==================== design 1
--- src/rtl/chan_arb_mux.sv ---
`default_nettype none
// ============================================================================
// Module      : chan_arb_mux
// Description : N-channel registered stream mux with valid/ready handshakes,
//               explicit-select or round-robin grant.
// Revision    : 1.0 - initial release
// ============================================================================
module chan_arb_mux #(
    parameter int WIDTH = 32,
    parameter int NCH   = 11,
    parameter int SELW  = $clog2(NCH)
) (
    input  logic                   Clk,
    input  logic                   Reset,
    input  logic [NCH*WIDTH-1:0]   in_data,
    input  logic [NCH-1:0]         in_valid,
    output logic [NCH-1:0]         in_ready,
    input  logic                   mode,
    input  logic [SELW-1:0]        select,
    output logic [WIDTH-1:0]       out_data,
    output logic [SELW-1:0]        out_chan,
    output logic                   out_valid,
    input  logic                   out_ready
);

    localparam logic [SELW-1:0] c_last_chan = SELW'(NCH - 1);

    logic [WIDTH-1:0] r_out_data;
    logic [SELW-1:0]  r_out_chan;
    logic             r_out_valid;
    logic [SELW-1:0]  r_rr_last;

    logic             w_load_en;
    logic             w_fix_hit;
    logic [SELW-1:0]  w_fix_idx;
    logic             w_rr_hit;
    logic [SELW-1:0]  w_rr_idx;
    logic             w_gnt_valid;
    logic [SELW-1:0]  w_gnt_idx;
    logic [WIDTH-1:0] w_gnt_data;
    logic [NCH-1:0]   w_gnt_onehot;
    logic             w_xfer;

    assign w_load_en = !r_out_valid || out_ready;

    // A select outside 0..NCH-1 never matches any loop index, so it grants nothing.
    always_comb begin
        w_fix_hit = 1'b0;
        w_fix_idx = '0;
        for (int i = 0; i < NCH; i++) begin
            if (select == SELW'(i) && in_valid[i]) begin
                w_fix_hit = 1'b1;
                w_fix_idx = SELW'(i);
            end
        end
    end

    // Rotating priority search starting just after the last round-robin winner.
    always_comb begin
        int v_idx;
        w_rr_hit = 1'b0;
        w_rr_idx = '0;
        v_idx    = 0;
        for (int k = 1; k <= NCH; k++) begin
            v_idx = int'(r_rr_last) + k;
            if (v_idx >= NCH)
                v_idx = v_idx - NCH;
            if (!w_rr_hit && in_valid[v_idx]) begin
                w_rr_hit = 1'b1;
                w_rr_idx = SELW'(v_idx);
            end
        end
    end

    assign w_gnt_valid = mode ? w_rr_hit : w_fix_hit;
    assign w_gnt_idx   = mode ? w_rr_idx : w_fix_idx;

    always_comb begin
        w_gnt_data   = '0;
        w_gnt_onehot = '0;
        for (int i = 0; i < NCH; i++) begin
            if (w_gnt_idx == SELW'(i)) begin
                w_gnt_data      = in_data[i*WIDTH +: WIDTH];
                w_gnt_onehot[i] = 1'b1;
            end
        end
    end

    assign in_ready = (w_load_en && w_gnt_valid && !Reset) ? w_gnt_onehot : '0;
    assign w_xfer   = w_load_en && w_gnt_valid && !Reset;

    always_ff @(posedge Clk) begin
        if (Reset) begin
            r_out_valid <= 1'b0;
            r_out_data  <= '0;
            r_out_chan  <= '0;
            r_rr_last   <= c_last_chan;
        end else if (w_xfer) begin
            r_out_valid <= 1'b1;
            r_out_data  <= w_gnt_data;
            r_out_chan  <= w_gnt_idx;
            if (mode)
                r_rr_last <= w_gnt_idx;
        end else if (r_out_valid && out_ready) begin
            r_out_valid <= 1'b0;
        end
    end

    assign out_data  = r_out_data;
    assign out_chan  = r_out_chan;
    assign out_valid = r_out_valid;

endmodule
`default_nettype wire

--- config.mk ---
export PLATFORM = sky130hd
export DESIGN_NAME = chan_arb_mux
export DESIGN_NICKNAME = d
export VERILOG_FILES = /design/src/rtl/chan_arb_mux.sv
export SDC_FILE = /design/constraint.sdc
export NUM_CORES = 1
export LEC_CHECK = 0
export CAP_MARGIN = 20
export CELL_PAD_IN_SITES_DETAIL_PLACEMENT = 1
export CELL_PAD_IN_SITES_GLOBAL_PLACEMENT = 2
export CORE_UTILIZATION = 21
export CTS_CLUSTER_DIAMETER = 120
export DETAILED_ROUTE_END_ITERATION = 6
export PLACE_DENSITY_LB_ADDON = 0.1
export SYNTH_ARGS = -nofsm -noshare
export SYNTH_HDL_FRONTEND = slang
export SYNTH_SLANG_ARGS = --single-unit
--- constraint.sdc ---
create_clock -name Clk -period 6.6 [get_ports Clk]
set_input_delay 1.32 -clock Clk [delete_from_list [all_inputs] [get_ports Clk]]
set_output_delay 1.32 -clock Clk [all_outputs]
set_load 0.02 [all_outputs]
Design 1, register map, names as in the netlist:
The bar under the picture is 50 microns long.
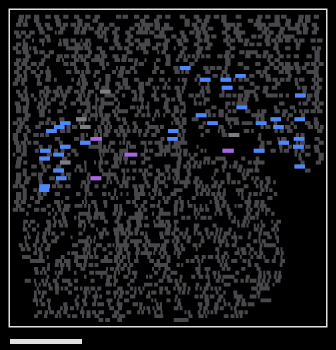
- `r_rr_last`: purple (sequential cells 4)
- `out_data`: blue (sequential cells 32)
- not colored: 5

Design 1, routing congestion:
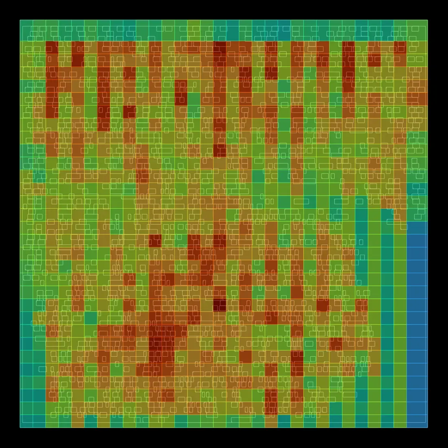
drt wl/cell: 25.8 microns
total track usage: 0.255
met1 Track Usage GR: 0.344
met2 Usage GRT: 0.421

power by group:
group / switching (mW) / total [mW] / internal (mW)
combinational: 3.55 / 6.52 / 2.97
clock: 0.119 / 0.258 / 0.139
sequential: 0.0551 / 0.391 / 0.336
flip-flops by register name, indices dropped and copies added (netlist names):
signal     flops
r_rr_last      4
out_data      32
out_valid      1
out_chan       4
routing by layer:
metal	GRT usage	wire [microns]
met1	0.344	29300
met2	0.421	30200
met3	0.0427	2940
met4	0.0550	1110
met5	0	11
critical path: cells and delay by family:
kind	cells	cell delay, ps
mux	2	630
simple gates	4	660
buf+inv	6	1300
compound gates	6	1270
==> impl_metrics.csv <==
group,metric,value,unit
timing,fmax,153,MHz
place,post_dp_cell_area,16000,sq um
layout,flops,41,
place,gp_congestion,0.927,
grt,grt_max_degree,79,
layout,fin_nets,2246,
synth,synthFlopType,"dfxtp_1",
die,die_h,218,microns
synth,common_cells,"113 x nand2_1, 83 x nor2_1, 75 x o21ai_0",
die,rows,78,
layout,utilization,0.363,
setup_path,rr_endpoint,"out_data[22]",
timing,finalSetupViolCount,0,
route,drt_iter0_markers,704,
grt,grt_pass1_wl,90300,microns
status,status,"finished clean",
die,die-area,47600,sq um
power_and_ir_drop,irDropWorstVdd,0.286,mV
setup_path,cpPeakStageDelay,560,ps
setup_path,crit_path_start,"in_valid[10]",
layout,n_all_inverters,23,
synth,mappedNetlistArea,9820,sq um

==================== design 2
## src/rtl/dds_hop_seq.sv

```systemverilog
// dds_hop_seq: multi-lane DDS phase sequencer (fixed/hop/tri-sweep FCW, PRT gate); clk_user_bufg/rst_glb in, cfg_* shadow-latched on cfg_load, phase_o/fcw_o/gate_o/hop_o/valid_o registered out
module dds_hop_seq #(
  parameter int PAR = 16,
  parameter int PW  = 32,
  parameter int CW  = 32
) (
  input  logic              clk_user_bufg,
  input  logic              rst_glb,
  input  logic              cfg_load,
  input  logic [1:0]        cfg_mode,
  input  logic [PW-1:0]     cfg_fcw_start,
  input  logic [PW-1:0]     cfg_fcw_stop,
  input  logic [PW-1:0]     cfg_fcw_step,
  input  logic [CW-1:0]     cfg_dwell,
  input  logic              cfg_pulse_en,
  input  logic [CW-1:0]     cfg_prt_width,
  input  logic [CW-1:0]     cfg_prt_cycle,
  output logic [PAR*PW-1:0] phase_o,
  output logic [PW-1:0]     fcw_o,
  output logic              gate_o,
  output logic              hop_o,
  output logic              valid_o
);
  localparam logic [1:0] M_HOP = 2'd1;
  localparam logic [1:0] M_TRI = 2'd2;
  logic [1:0] mode_s;
  logic [PW-1:0] start_s, stop_s, step_s, acc, fcw, fcw_nx;
  logic [CW-1:0] dwell_s, width_s, cycle_s, dwell_cnt, prt_cnt;
  logic pen_s, dir, dir_nx, run, hop, hopping, dwell_term, prt_term, gate_s;
  logic [PW:0] up_sum, lo_sum;
  logic [PAR*PW-1:0] phase_n;
  assign hopping = mode_s == M_HOP || mode_s == M_TRI;
  assign dwell_term = dwell_cnt >= (dwell_s == '0 ? CW'(1) : dwell_s) - CW'(1);
  assign prt_term = cycle_s == '0 || prt_cnt >= cycle_s - CW'(1);
  assign gate_s = !pen_s || cycle_s == '0 || prt_cnt < width_s;
  assign up_sum = {1'b0, fcw} + {1'b0, step_s};
  assign lo_sum = {1'b0, start_s} + {1'b0, step_s};
  always_comb begin
    fcw_nx = fcw;
    dir_nx = dir;
    if (stop_s <= start_s) fcw_nx = start_s;
    else if (mode_s == M_HOP) fcw_nx = up_sum > {1'b0, stop_s} ? start_s : up_sum[PW-1:0];
    else if (!dir) begin
      dir_nx = up_sum > {1'b0, stop_s};
      fcw_nx = !dir_nx ? up_sum[PW-1:0] : {1'b0, fcw} < lo_sum ? start_s : fcw - step_s;
    end else begin
      dir_nx = !({1'b0, fcw} < lo_sum);
      fcw_nx = dir_nx ? fcw - step_s : up_sum > {1'b0, stop_s} ? stop_s : up_sum[PW-1:0];
    end
  end
  always_comb begin
    phase_n = '0;
    for (int k = 0; k < PAR; k++) phase_n[k*PW +: PW] = acc + PW'(k) * fcw;
  end
  always_ff @(posedge clk_user_bufg or negedge rst_glb) begin
    if (!rst_glb) begin
      mode_s <= '0;
      start_s <= '0;
      stop_s <= '0;
      step_s <= '0;
      dwell_s <= '0;
      pen_s <= 1'b0;
      width_s <= '0;
      cycle_s <= '0;
      acc <= '0;
      fcw <= '0;
      dir <= 1'b0;
      dwell_cnt <= '0;
      prt_cnt <= '0;
      run <= 1'b0;
      hop <= 1'b0;
    end else if (cfg_load) begin
      mode_s <= cfg_mode;
      start_s <= cfg_fcw_start;
      stop_s <= cfg_fcw_stop;
      step_s <= cfg_fcw_step;
      dwell_s <= cfg_dwell;
      pen_s <= cfg_pulse_en;
      width_s <= cfg_prt_width;
      cycle_s <= cfg_prt_cycle;
      acc <= '0;
      fcw <= cfg_fcw_start;
      dir <= 1'b0;
      dwell_cnt <= '0;
      prt_cnt <= '0;
      run <= 1'b1;
      hop <= 1'b0;
    end else if (run) begin
      acc <= acc + PW'(PAR) * fcw;
      dwell_cnt <= dwell_term ? '0 : dwell_cnt + CW'(1);
      prt_cnt <= prt_term ? '0 : prt_cnt + CW'(1);
      fcw <= dwell_term && hopping ? fcw_nx : fcw;
      dir <= dwell_term && hopping ? dir_nx : dir;
      hop <= dwell_term && hopping;
    end
  end
  always_ff @(posedge clk_user_bufg or negedge rst_glb) begin
    if (!rst_glb) begin
      phase_o <= '0;
      fcw_o <= '0;
      gate_o <= 1'b0;
      hop_o <= 1'b0;
      valid_o <= 1'b0;
    end else begin
      phase_o <= phase_n;
      fcw_o <= fcw;
      gate_o <= run && gate_s;
      hop_o <= hop;
      valid_o <= run;
    end
  end
endmodule

```

## config.mk

```make
export PLATFORM = sky130hd
export DESIGN_NAME = dds_hop_seq
export DESIGN_NICKNAME = d
export VERILOG_FILES = /design/src/rtl/dds_hop_seq.sv
export SDC_FILE = /design/constraint.sdc
export NUM_CORES = 2
export LEC_CHECK = 0
export ABC_AREA = 1
export CORE_ASPECT_RATIO = 1.75
export CORE_MARGIN = 10
export CORE_UTILIZATION = 59
export DETAILED_ROUTE_END_ITERATION = 6
export PLACE_DENSITY = 0.89
export SYNTH_ARGS = -nofsm -noshare
export SYNTH_HDL_FRONTEND = slang
export SYNTH_SLANG_ARGS = --single-unit
```

## constraint.sdc

```tcl
create_clock -name clk_user_bufg -period 6.1 [get_ports clk_user_bufg]
set_input_delay 0.915 -clock clk_user_bufg [delete_from_list [all_inputs] [get_ports clk_user_bufg]]
set_output_delay 0.915 -clock clk_user_bufg [all_outputs]
set_load 0.01 [all_outputs]
```

Design 2, M2 wires:
The bar under the picture is 100 microns long.
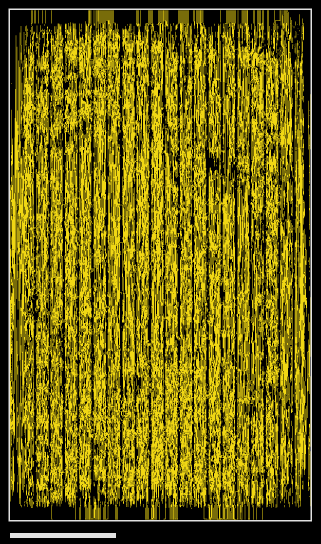
- longest straight run: 242 microns
- main direction: vertical
- nets with wire on the layer: 9795
- share of all routed wire: 45%
- wire length on this layer: 154 mm
via count: 72200
met2 Usage GRT: 0.792
WL final: 340000 microns

==> impl_metrics.csv <==
group,metric,value,unit
status,status,"complete, but fails checks",
status,violations,"design-rule violations",
route,top_layer,"met5",
clocking,htreeDepth,3,
grt,grt_util_met1,0.459,
setup_path,critPathMaxFanout,8,
grt,overflow,0,
route,drc_errors,8,
power_and_ir_drop,power_frac_comb,0.738,
synth,top_cell,"nand2_1",
setup_path,cpPeakStageDelay,550,ps
clocking,clk_pin_slew_worst_paths,70,ps
power_and_ir_drop,clk-power,5.39,mW
setup_path,crit_path_start,"fcw[2]",
synth,synth_flops,821,
setup_path,crit_path_cell_trace,"buf_4 -> ha_1 -> inv_1 -> fa_1 -> inv_1 -> fa_1 -> ha_1 -> a21oi_1 -> o21ai_0 -> nand2_1 -> nand3b_1 -> nand2_1 -> nand2_1 -> nand2_1 -> nand2_1 -> nand2_1 -> nand2_1 -> a21oi_1 -> inv_1 -> a21oi_1 -> o21ai_0 -> nand2_1 -> nand2_1 -> xor2_1",
synth,ys_warn_count,0,
die,core_region_area,121000,sq um
place,dp_hpwl,265000,microns
synth,mappedNetlistArea,71900,sq um
layout,top_register,"phase_o",
timing,slew_viol_final,0,
power_and_ir_drop,power-per-cell-area,648,nW/um^2
synth,common_cells,"1587 x nand2_1, 1258 x inv_1, 897 x ha_1",
synth,postSynthAreaPerCell,8.23,sq um
layout,fin_nets,11100,
timing,timing.slew.headroom,0.0619,
timing,fin_ws,145,ps
setup_path,end_kind,"flop",
Design 2, selected gate families:
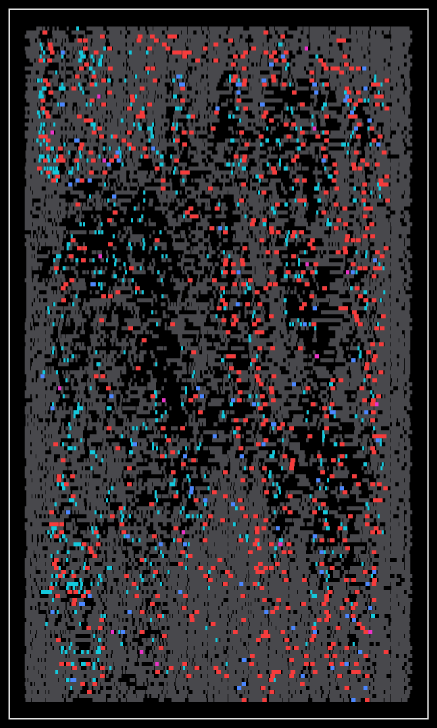
- XOR/XNOR gates: red (cells 704; most used xor2_1; where widely spread)
- NOR gates: cyan (cells 657; most used nor2_1; where widely spread)
- AND and OR gates: magenta (cells 18; most used or2_2; where widely spread)
- AND-OR and OR-AND gates: blue (cells 96; most used o21a_1; where widely spread)
Commonest Layout Cell: nand2_1
non-filler cells in the finished layout: 11300

[worst max-delay path, delay by kind of cell, from the launching register on]
family                     cells  cell delay [ps]
adders and majority gates      4             1780
xor gates and xnor gates       1              140
buffers and inverters          4              450
DFF                            1              520
AOI/OAI and AO/OA              5             1600
and+or+nand+nor               10             1330
[final cells by class]
cell class	instances	share of cell area
multi-input cells	6497	0.538
flip-flops and latches	821	0.242
diodes	19	0.000558
clock inverters	44	0.00623
repair buffers	959	0.108
well taps	1624	0.0239
inverters	1283	0.0566
clock buffers	98	0.0252

==================== design 3
Design 3, register map, names as in the netlist:
The bar under the picture is 20 microns long.
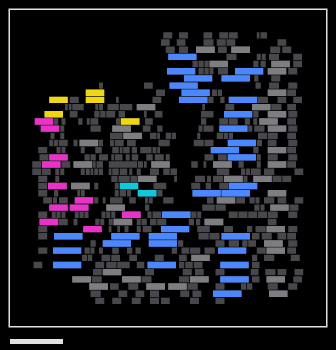
<file path="config.mk">
export PLATFORM = sky130hd
export DESIGN_NAME = result_writer
export DESIGN_NICKNAME = d
export VERILOG_FILES = /design/src/rtl/result_writer_pkg.sv /design/src/rtl/result_writer.sv
export SDC_FILE = /design/constraint.sdc
export NUM_CORES = 1
export LEC_CHECK = 0
export CAP_MARGIN = 5
export CORE_MARGIN = 8
export CORE_UTILIZATION = 35
export DETAILED_ROUTE_END_ITERATION = 8
export GPL_ROUTABILITY_DRIVEN = 0
export GPL_TIMING_DRIVEN = 0
export SYNTH_ARGS = -nofsm -noshare
export SYNTH_HDL_FRONTEND = slang
export SYNTH_SLANG_ARGS = --single-unit
</file>
<file path="constraint.sdc">
create_clock -name clk -period 2.6 [get_ports clk]
set_clock_uncertainty 0.05 [all_clocks]
set_input_delay 0.65 -clock clk [delete_from_list [all_inputs] [get_ports clk]]
set_output_delay 0.65 -clock clk [all_outputs]
set_load 0.03 [all_outputs]
</file>
<file path="src/rtl/result_writer_pkg.sv">
// Shared definitions for result_writer: FSM state encoding and index width helper.
package result_writer_pkg;

    typedef enum logic [1:0] {
        ST_IDLE,
        ST_ACCEPT,
        ST_WRITE,
        ST_DONE
    } state_t;

    // Counter width for an index range of n values (never narrower than one bit).
    function automatic int unsigned idx_width(input int unsigned n);
        return (n > 1) ? $clog2(n) : 1;
    endfunction

endpackage

</file>
<file path="src/rtl/result_writer.sv">
// Collects N x N result tiles in row-major tile order and writes them row by row to BRAM.
// Optional macro RESULT_WRITER_RELU_EN clamps negative elements to zero on the write path.
module result_writer
    import result_writer_pkg::*;
#(
    parameter int unsigned WIDTH      = 16,
    parameter int unsigned FRAC_WIDTH = 8,
    parameter int unsigned BLOCK_SIZE = 2,
    parameter int unsigned OUT_ROWS   = 64,
    parameter int unsigned OUT_COLS   = 64,
    parameter int unsigned ADDR_WIDTH = 12
) (
    input  logic                                  clk,
    input  logic                                  rst_n,
    input  logic                                  clr,
    input  logic                                  start,
    output logic                                  busy,
    output logic                                  done,
    input  logic                                  in_valid,
    output logic                                  in_ready,
    input  logic [WIDTH*BLOCK_SIZE*BLOCK_SIZE-1:0] in_data,
    output logic                                  wr_en,
    output logic [ADDR_WIDTH-1:0]                 wr_addr,
    output logic [WIDTH*BLOCK_SIZE-1:0]           wr_data
);

    localparam int unsigned TILE_ROWS = OUT_ROWS / BLOCK_SIZE;
    localparam int unsigned TILE_COLS = OUT_COLS / BLOCK_SIZE;
    localparam int unsigned ROW_BITS  = WIDTH * BLOCK_SIZE;
    localparam int unsigned TR_W      = idx_width(TILE_ROWS);
    localparam int unsigned TC_W      = idx_width(TILE_COLS);
    localparam int unsigned RW        = idx_width(BLOCK_SIZE);

    if ((OUT_ROWS % BLOCK_SIZE) != 0 || (OUT_COLS % BLOCK_SIZE) != 0 || FRAC_WIDTH > WIDTH) begin : g_param_err
        $error("result_writer: invalid parameter combination");
    end

    state_t                                   state_q;
    logic [TR_W-1:0]                          tile_row_q;
    logic [TC_W-1:0]                          tile_col_q;
    logic [RW-1:0]                            row_q;
    logic [WIDTH*BLOCK_SIZE*BLOCK_SIZE-1:0]   tile_q;
    logic                                     busy_q;
    logic                                     done_q;
    logic                                     in_ready_q;
    logic                                     wr_en_q;
    logic [ADDR_WIDTH-1:0]                    wr_addr_q;
    logic [ROW_BITS-1:0]                      wr_data_q;

    logic [RW-1:0]                            nrow_d;
    logic [ROW_BITS-1:0]                      sel_row;
    logic [ROW_BITS-1:0]                      wr_data_d;
    logic [ADDR_WIDTH-1:0]                    wr_addr_d;

    // Row 0 is taken straight from in_data on the handshake so it can be written the next cycle.
    always_comb begin
        nrow_d    = (state_q == ST_WRITE) ? row_q + RW'(1) : '0;
        sel_row   = (state_q == ST_WRITE) ? tile_q[32'(nrow_d) * ROW_BITS +: ROW_BITS]
                                          : in_data[ROW_BITS-1:0];
        wr_addr_d = ADDR_WIDTH'((32'(tile_row_q) * BLOCK_SIZE + 32'(nrow_d)) * TILE_COLS
                                + 32'(tile_col_q));
    end

    for (genvar c = 0; c < BLOCK_SIZE; c++) begin : g_act
`ifdef RESULT_WRITER_RELU_EN
        assign wr_data_d[c*WIDTH +: WIDTH] = sel_row[c*WIDTH + WIDTH - 1] ? '0
                                                                          : sel_row[c*WIDTH +: WIDTH];
`else
        assign wr_data_d[c*WIDTH +: WIDTH] = sel_row[c*WIDTH +: WIDTH];
`endif
    end

    always_ff @(posedge clk) begin
        if (state_q == ST_ACCEPT && in_valid) begin
            tile_q <= in_data;
        end
    end

    always_ff @(posedge clk) begin
        if (rst_n || clr) begin
            state_q    <= ST_IDLE;
            tile_row_q <= '0;
            tile_col_q <= '0;
            row_q      <= '0;
            busy_q     <= 1'b0;
            done_q     <= 1'b0;
            in_ready_q <= 1'b0;
            wr_en_q    <= 1'b0;
            wr_addr_q  <= '0;
            wr_data_q  <= '0;
        end else begin
            case (state_q)
                ST_IDLE: begin
                    if (start) begin
                        state_q    <= ST_ACCEPT;
                        busy_q     <= 1'b1;
                        in_ready_q <= 1'b1;
                    end
                end
                ST_ACCEPT: begin
                    if (in_valid) begin
                        state_q    <= ST_WRITE;
                        in_ready_q <= 1'b0;
                        row_q      <= '0;
                        wr_en_q    <= 1'b1;
                        wr_addr_q  <= wr_addr_d;
                        wr_data_q  <= wr_data_d;
                    end
                end
                ST_WRITE: begin
                    if (row_q == RW'(BLOCK_SIZE - 1)) begin
                        wr_en_q   <= 1'b0;
                        wr_addr_q <= '0;
                        wr_data_q <= '0;
                        if (tile_row_q == TR_W'(TILE_ROWS - 1) && tile_col_q == TC_W'(TILE_COLS - 1)) begin
                            state_q <= ST_DONE;
                            busy_q  <= 1'b0;
                            done_q  <= 1'b1;
                        end else begin
                            state_q    <= ST_ACCEPT;
                            in_ready_q <= 1'b1;
                            if (tile_col_q == TC_W'(TILE_COLS - 1)) begin
                                tile_col_q <= '0;
                                tile_row_q <= tile_row_q + TR_W'(1);
                            end else begin
                                tile_col_q <= tile_col_q + TC_W'(1);
                            end
                        end
                    end else begin
                        row_q     <= nrow_d;
                        wr_addr_q <= wr_addr_d;
                        wr_data_q <= wr_data_d;
                    end
                end
                ST_DONE: begin
                    state_q    <= ST_IDLE;
                    done_q     <= 1'b0;
                    tile_row_q <= '0;
                    tile_col_q <= '0;
                    row_q      <= '0;
                end
                default: state_q <= ST_IDLE;
            endcase
        end
    end

    assign busy     = busy_q;
    assign done     = done_q;
    assign in_ready = in_ready_q;
    assign wr_en    = wr_en_q;
    assign wr_addr  = wr_addr_q;
    assign wr_data  = wr_data_q;

endmodule

</file>
==> impl_metrics.csv <==
group,metric,value,unit
status,status,"finished clean",
synth,synthXorXnorAreaFrac,0.00232,
layout,logic_area,1420,sq um
layout,seq_share,0.409,
die,nWellTaps,140,
place,dp.cells,579,
worst_hold_path,holdPathStages,2,
layout,flops,92,
setup_path,rr_endpoint,"tile_col_q[3]",
grt,track_usage,0.140,
die,fp_util,0.354,
layout,final_cell_count_no_fill,595,
power_and_ir_drop,power_leader,"sequential cells",
die,die-area,14300,sq um
power_and_ir_drop,seq_power,1.52,mW
setup_path,reg2reg_depth,6,
clocking,cts_resized,0,
setup_path,cp-start-kind,"primary input",
grt,grtUsageMet3,0.0423,
timing,tns,0,ps
## Picture notes: 'register map, names as in the netlist' of design 3
- `wr_addr`: magenta (sequential cells 11)
- `tile_q`: blue (sequential cells 32)
- `tile_row_q`: yellow (sequential cells 5)
- `state_q`: cyan (sequential cells 2)
- not colored: 42

-- Yosys cell counts (4+ instances only) --
master     n  share of area
a21oi_1   41          0.054
a21oi_2   10          0.023
buf_2     11          0.015
buf_4      6          0.012
buf_6      5          0.015
clkbuf_1   5         0.0050
dfxtp_1   60           0.32
edfxtp_1  32           0.25
ha_1       4          0.013
mux2i_1    5          0.013
nand2_1    6         0.0060
nand2b_1  34          0.056
nand3_1   16          0.021
nand3b_1   4         0.0080
nor2_1     7         0.0070
o211ai_1   5          0.010
o21ai_0   14          0.019
o221a_1   15          0.045
o221a_2   17          0.051

==================== design 4
Design 4, selected gate families:
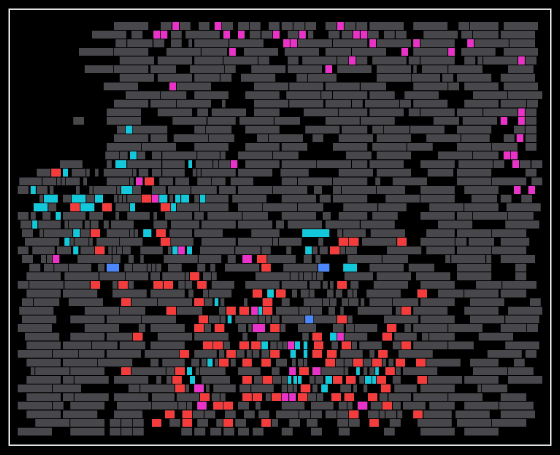
Design 4, routing congestion:
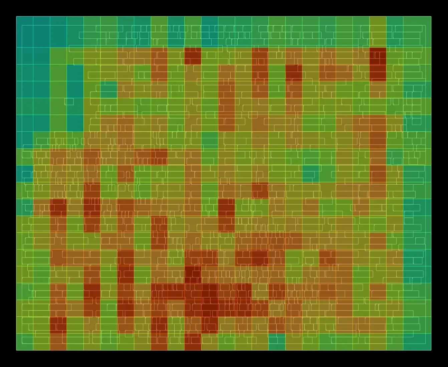
$ cat config.mk
export PLATFORM = sky130hd
export DESIGN_NAME = instr_fetch_queue
export DESIGN_NICKNAME = d
export VERILOG_FILES = /design/src/rtl/instr_fetch_queue.sv
export SDC_FILE = /design/constraint.sdc
export NUM_CORES = 1
export LEC_CHECK = 0
export ABC_AREA = 0
export CORE_ASPECT_RATIO = 0.8
export CORE_MARGIN = 2
export CORE_UTILIZATION = 60
export CTS_CLUSTER_DIAMETER = 60
export DETAILED_ROUTE_END_ITERATION = 6
export PLACE_DENSITY = 0.83
export SLEW_MARGIN = 20
export SYNTH_ARGS = -nofsm -noshare
export SYNTH_HDL_FRONTEND = slang
export SYNTH_SLANG_ARGS = --single-unit
$ cat constraint.sdc
create_clock -name clk -period 11.5 [get_ports clk]
set_input_delay 2.3 -clock clk [delete_from_list [all_inputs] [get_ports clk]]
set_output_delay 2.3 -clock clk [all_outputs]
set_load 0.005 [all_outputs]
$ cat src/rtl/instr_fetch_queue.sv
// instr_fetch_queue
//   Sequential instruction prefetcher in front of the core's instr/instr_addr
//   pair. It issues word requests ahead of the PC (up to DEPTH outstanding),
//   keeps them in a circular queue, and presents the word for the current
//   instr_addr with a valid flag. Any PC discontinuity flushes the queue and
//   discards the responses of requests still in flight.
//
// Configuration macro:
//   IFQ_BYPASS_EN - when defined, a response that targets the unfilled head
//                   entry is forwarded to instr in the same cycle.
//
// Ports:
//   clk            clock, all state updates on the rising edge
//   reset          synchronous, active-high reset
//   instr_addr     current PC from the core
//   advance        core consumes instr this cycle (ignored unless instr_valid)
//   instr          instruction word for instr_addr (zero when not valid)
//   instr_valid    instr is valid for the current instr_addr
//   mem_req_valid  request to instruction memory
//   mem_req_ready  memory accepts the request
//   mem_req_addr   word address of the request
//   mem_resp_valid response present; one per accepted request, in order
//   mem_resp_data  response word
module instr_fetch_queue #(
  parameter int DEPTH = 4
) (
  input  logic        clk,
  input  logic        reset,
  input  logic [31:0] instr_addr,
  input  logic        advance,
  output logic [31:0] instr,
  output logic        instr_valid,
  output logic        mem_req_valid,
  input  logic        mem_req_ready,
  output logic [31:0] mem_req_addr,
  input  logic        mem_resp_valid,
  input  logic [31:0] mem_resp_data
);

  localparam int PW = $clog2(DEPTH);
  localparam logic [PW+1:0] DEPTH_OCC = DEPTH[PW+1:0];

  typedef logic [PW-1:0] ptr_t;
  typedef logic [PW:0]   cnt_t;

  logic [31:0]      entry_addr [DEPTH];
  logic [31:0]      entry_data [DEPTH];
  logic [DEPTH-1:0] entry_filled;

  ptr_t        head;
  ptr_t        tail;
  cnt_t        count;
  cnt_t        filled_cnt;
  cnt_t        drop_cnt;
  logic [31:0] fetch_addr;

  logic          mismatch;
  logic          head_filled;
  logic          fill_en;
  logic          discard_en;
  logic          bypass_hit;
  logic          push;
  logic          pop;
  ptr_t          fill_idx;
  logic [PW+1:0] occupancy;
  cnt_t          unfilled_left;
  cnt_t          drop_left;

  // Responses return in order, so the filled entries always form a prefix of
  // the queue starting at head; filled_cnt locates the oldest unfilled entry.
  always_comb begin
    mismatch    = (count == '0) ? (fetch_addr != instr_addr)
                                : (entry_addr[head] != instr_addr);
    head_filled = entry_filled[head];
    fill_en     = mem_resp_valid && (drop_cnt == '0) && (filled_cnt < count);
    discard_en  = mem_resp_valid && (drop_cnt != '0);
    fill_idx    = head + filled_cnt[PW-1:0];
    occupancy   = {1'b0, count} + {1'b0, drop_cnt};

`ifdef IFQ_BYPASS_EN
    // No filled entries means the fill lands on the head itself.
    bypass_hit  = fill_en && (filled_cnt == '0);
`else
    bypass_hit  = 1'b0;
`endif

    mem_req_valid = !reset && !mismatch && (occupancy < DEPTH_OCC);
    mem_req_addr  = fetch_addr;
    instr_valid   = !reset && !mismatch && (head_filled || bypass_hit);
    instr         = '0;
    if (instr_valid) begin
      instr = head_filled ? entry_data[head] : mem_resp_data;
    end

    push = mem_req_valid && mem_req_ready;
    pop  = instr_valid && advance;

    // Responses still owed after a flush: earlier stale ones not yet drained
    // plus entries left unfilled once this cycle's response has landed.
    unfilled_left = count - filled_cnt - cnt_t'(fill_en);
    drop_left     = drop_cnt - cnt_t'(discard_en);
  end

  // Queue control state.
  always_ff @(posedge clk) begin
    if (reset) begin
      head         <= '0;
      tail         <= '0;
      count        <= '0;
      filled_cnt   <= '0;
      drop_cnt     <= '0;
      fetch_addr   <= '0;
      entry_filled <= '0;
    end else if (mismatch) begin
      head         <= '0;
      tail         <= '0;
      count        <= '0;
      filled_cnt   <= '0;
      entry_filled <= '0;
      drop_cnt     <= drop_left + unfilled_left;
      fetch_addr   <= instr_addr;
    end else begin
      if (push) begin
        entry_filled[tail] <= 1'b0;
        tail               <= tail + ptr_t'(1);
        fetch_addr         <= fetch_addr + 32'd4;
      end
      if (fill_en) begin
        entry_filled[fill_idx] <= 1'b1;
      end
      // With bypass the head may be filled and retired together; the clear
      // must win over the set.
      if (pop) begin
        entry_filled[head] <= 1'b0;
        head               <= head + ptr_t'(1);
      end
      count      <= count + cnt_t'(push) - cnt_t'(pop);
      filled_cnt <= filled_cnt + cnt_t'(fill_en) - cnt_t'(pop);
      drop_cnt   <= drop_left;
    end
  end

  // Entry payload; validity is tracked by the control state above.
  always_ff @(posedge clk) begin
    if (push) begin
      entry_addr[tail] <= fetch_addr;
    end
    if (fill_en) begin
      entry_data[fill_idx] <= mem_resp_data;
    end
  end

endmodule

==> impl_metrics.csv <==
group,metric,value,unit
status,status,"finished clean",
route,wl_per_cell,23.0,microns
timing,fin_crit,7770,ps
layout,fillers,1338,
die,die_x,170,microns
setup_path,cp-start-kind,"primary input",
grt,grtUsageMet3,0.0370,
synth,top_cell,"edfxtp_1",
power_and_ir_drop,power_leakage,5.11,nW
grt,grt_util_met1,0.385,
timing,finalSetupViolCount,0,
layout,clockNetworkAreaShare,0.0630,
layout,regArea,8710,sq um
synth,ys_cells,817,
layout,comb_share,0.269,
die,io_pins,135,
route,drt_iter0_markers,919,
layout,fin_nets,1058,
clocking,hold_buffers,0,
timing,fmax,129,MHz
layout,seq_share,0.547,
route,drc_errors,0,
grt,grt_pass1_wl,44500,microns
layout,largest_cell_class,"sequential cells",
power_and_ir_drop,switching_share,0.203,
synth,synth_async_sr_flop_share,0,
setup_path,crit_cells,10,
route,vias,7662,
die,nWellTaps,275,
## Picture notes: 'selected gate families' of design 4
- AND-OR and OR-AND gates: blue (cells 3)
- NOR gates: cyan (cells 51; most used nor3_1)
- XOR/XNOR gates: red (cells 98; most used xnor2_1)
- AND and OR gates: magenta (cells 49; most used and2_1; where widely spread)

## Picture notes: 'routing congestion' of design 4
fin util: 0.737
total track usage: 0.255

-- logic make-up after synthesis --
logic type / share of synthesized area
adder cells (fa/ha/maj): 0.0289
AND/OR/NAND/NOR: 0.0695
buffers and inverters: 0.0227
XOR/XNOR: 0.0647
flip-flops: 0.657
AND-OR/OR-AND: 0.0462
multiplexers: 0.111
-- metrics by stage --
step                cell area (sq um)  total power [mW]  setup slack, ps  cells
floorplan                       13300              1.31             4230    817
global placement                14900              1.37             3860   1206
detailed placement              14900              1.37             3770   1206
CTS                             15900              2.36             3740   1260
global route                    15900              2.41             3570   1260
finish                          15900              2.34             3730   1260


==> screenshots <==
The metal 3 layer.
image #1
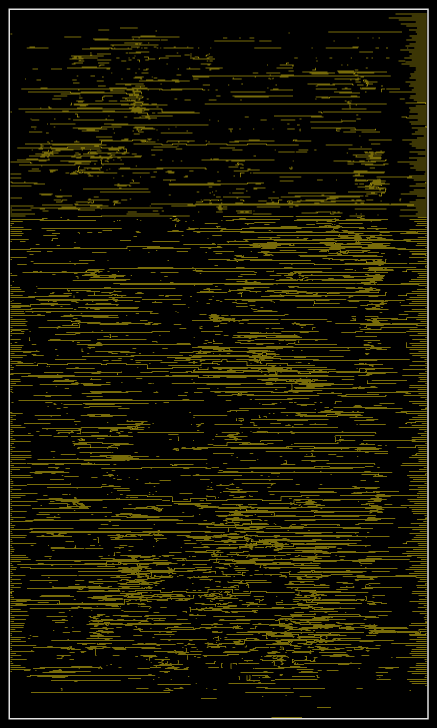
image #2
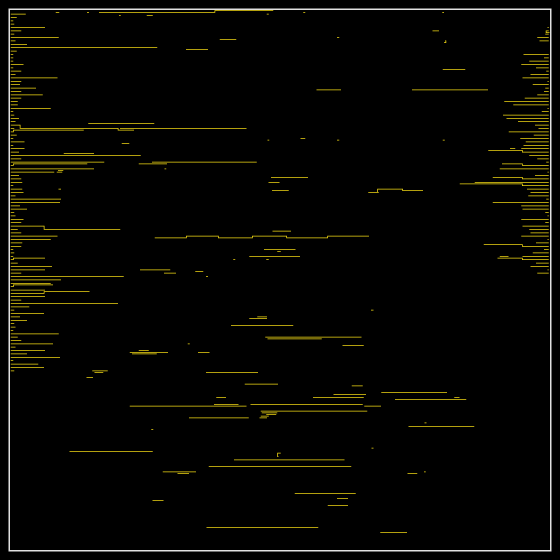
image #3
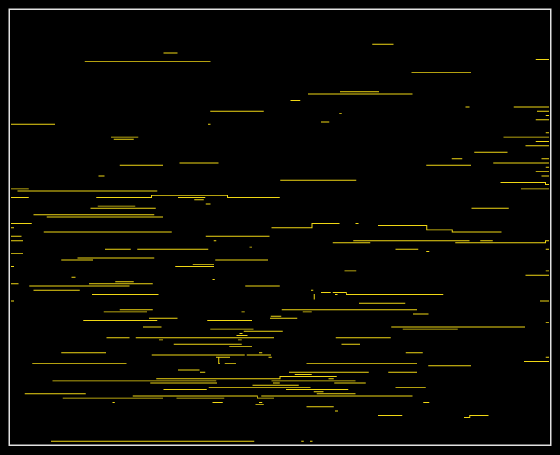
image #4
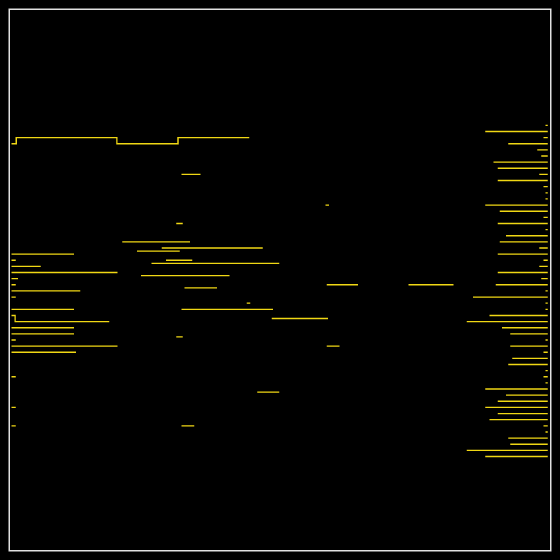
| from | picture |
|---|---|
| design 4 | image #3 |
| design 3 | image #4 |
| design 2 | image #1 |
| design 1 | image #2 |

Key to image #2:
- longest straight run: 58.9 microns
- wire length on this layer: 2940 microns
- share of all routed wire: 4.6%
- nets with wire on the layer: 251
- main direction: horizontal

Power and IR drop assume default switching activity.
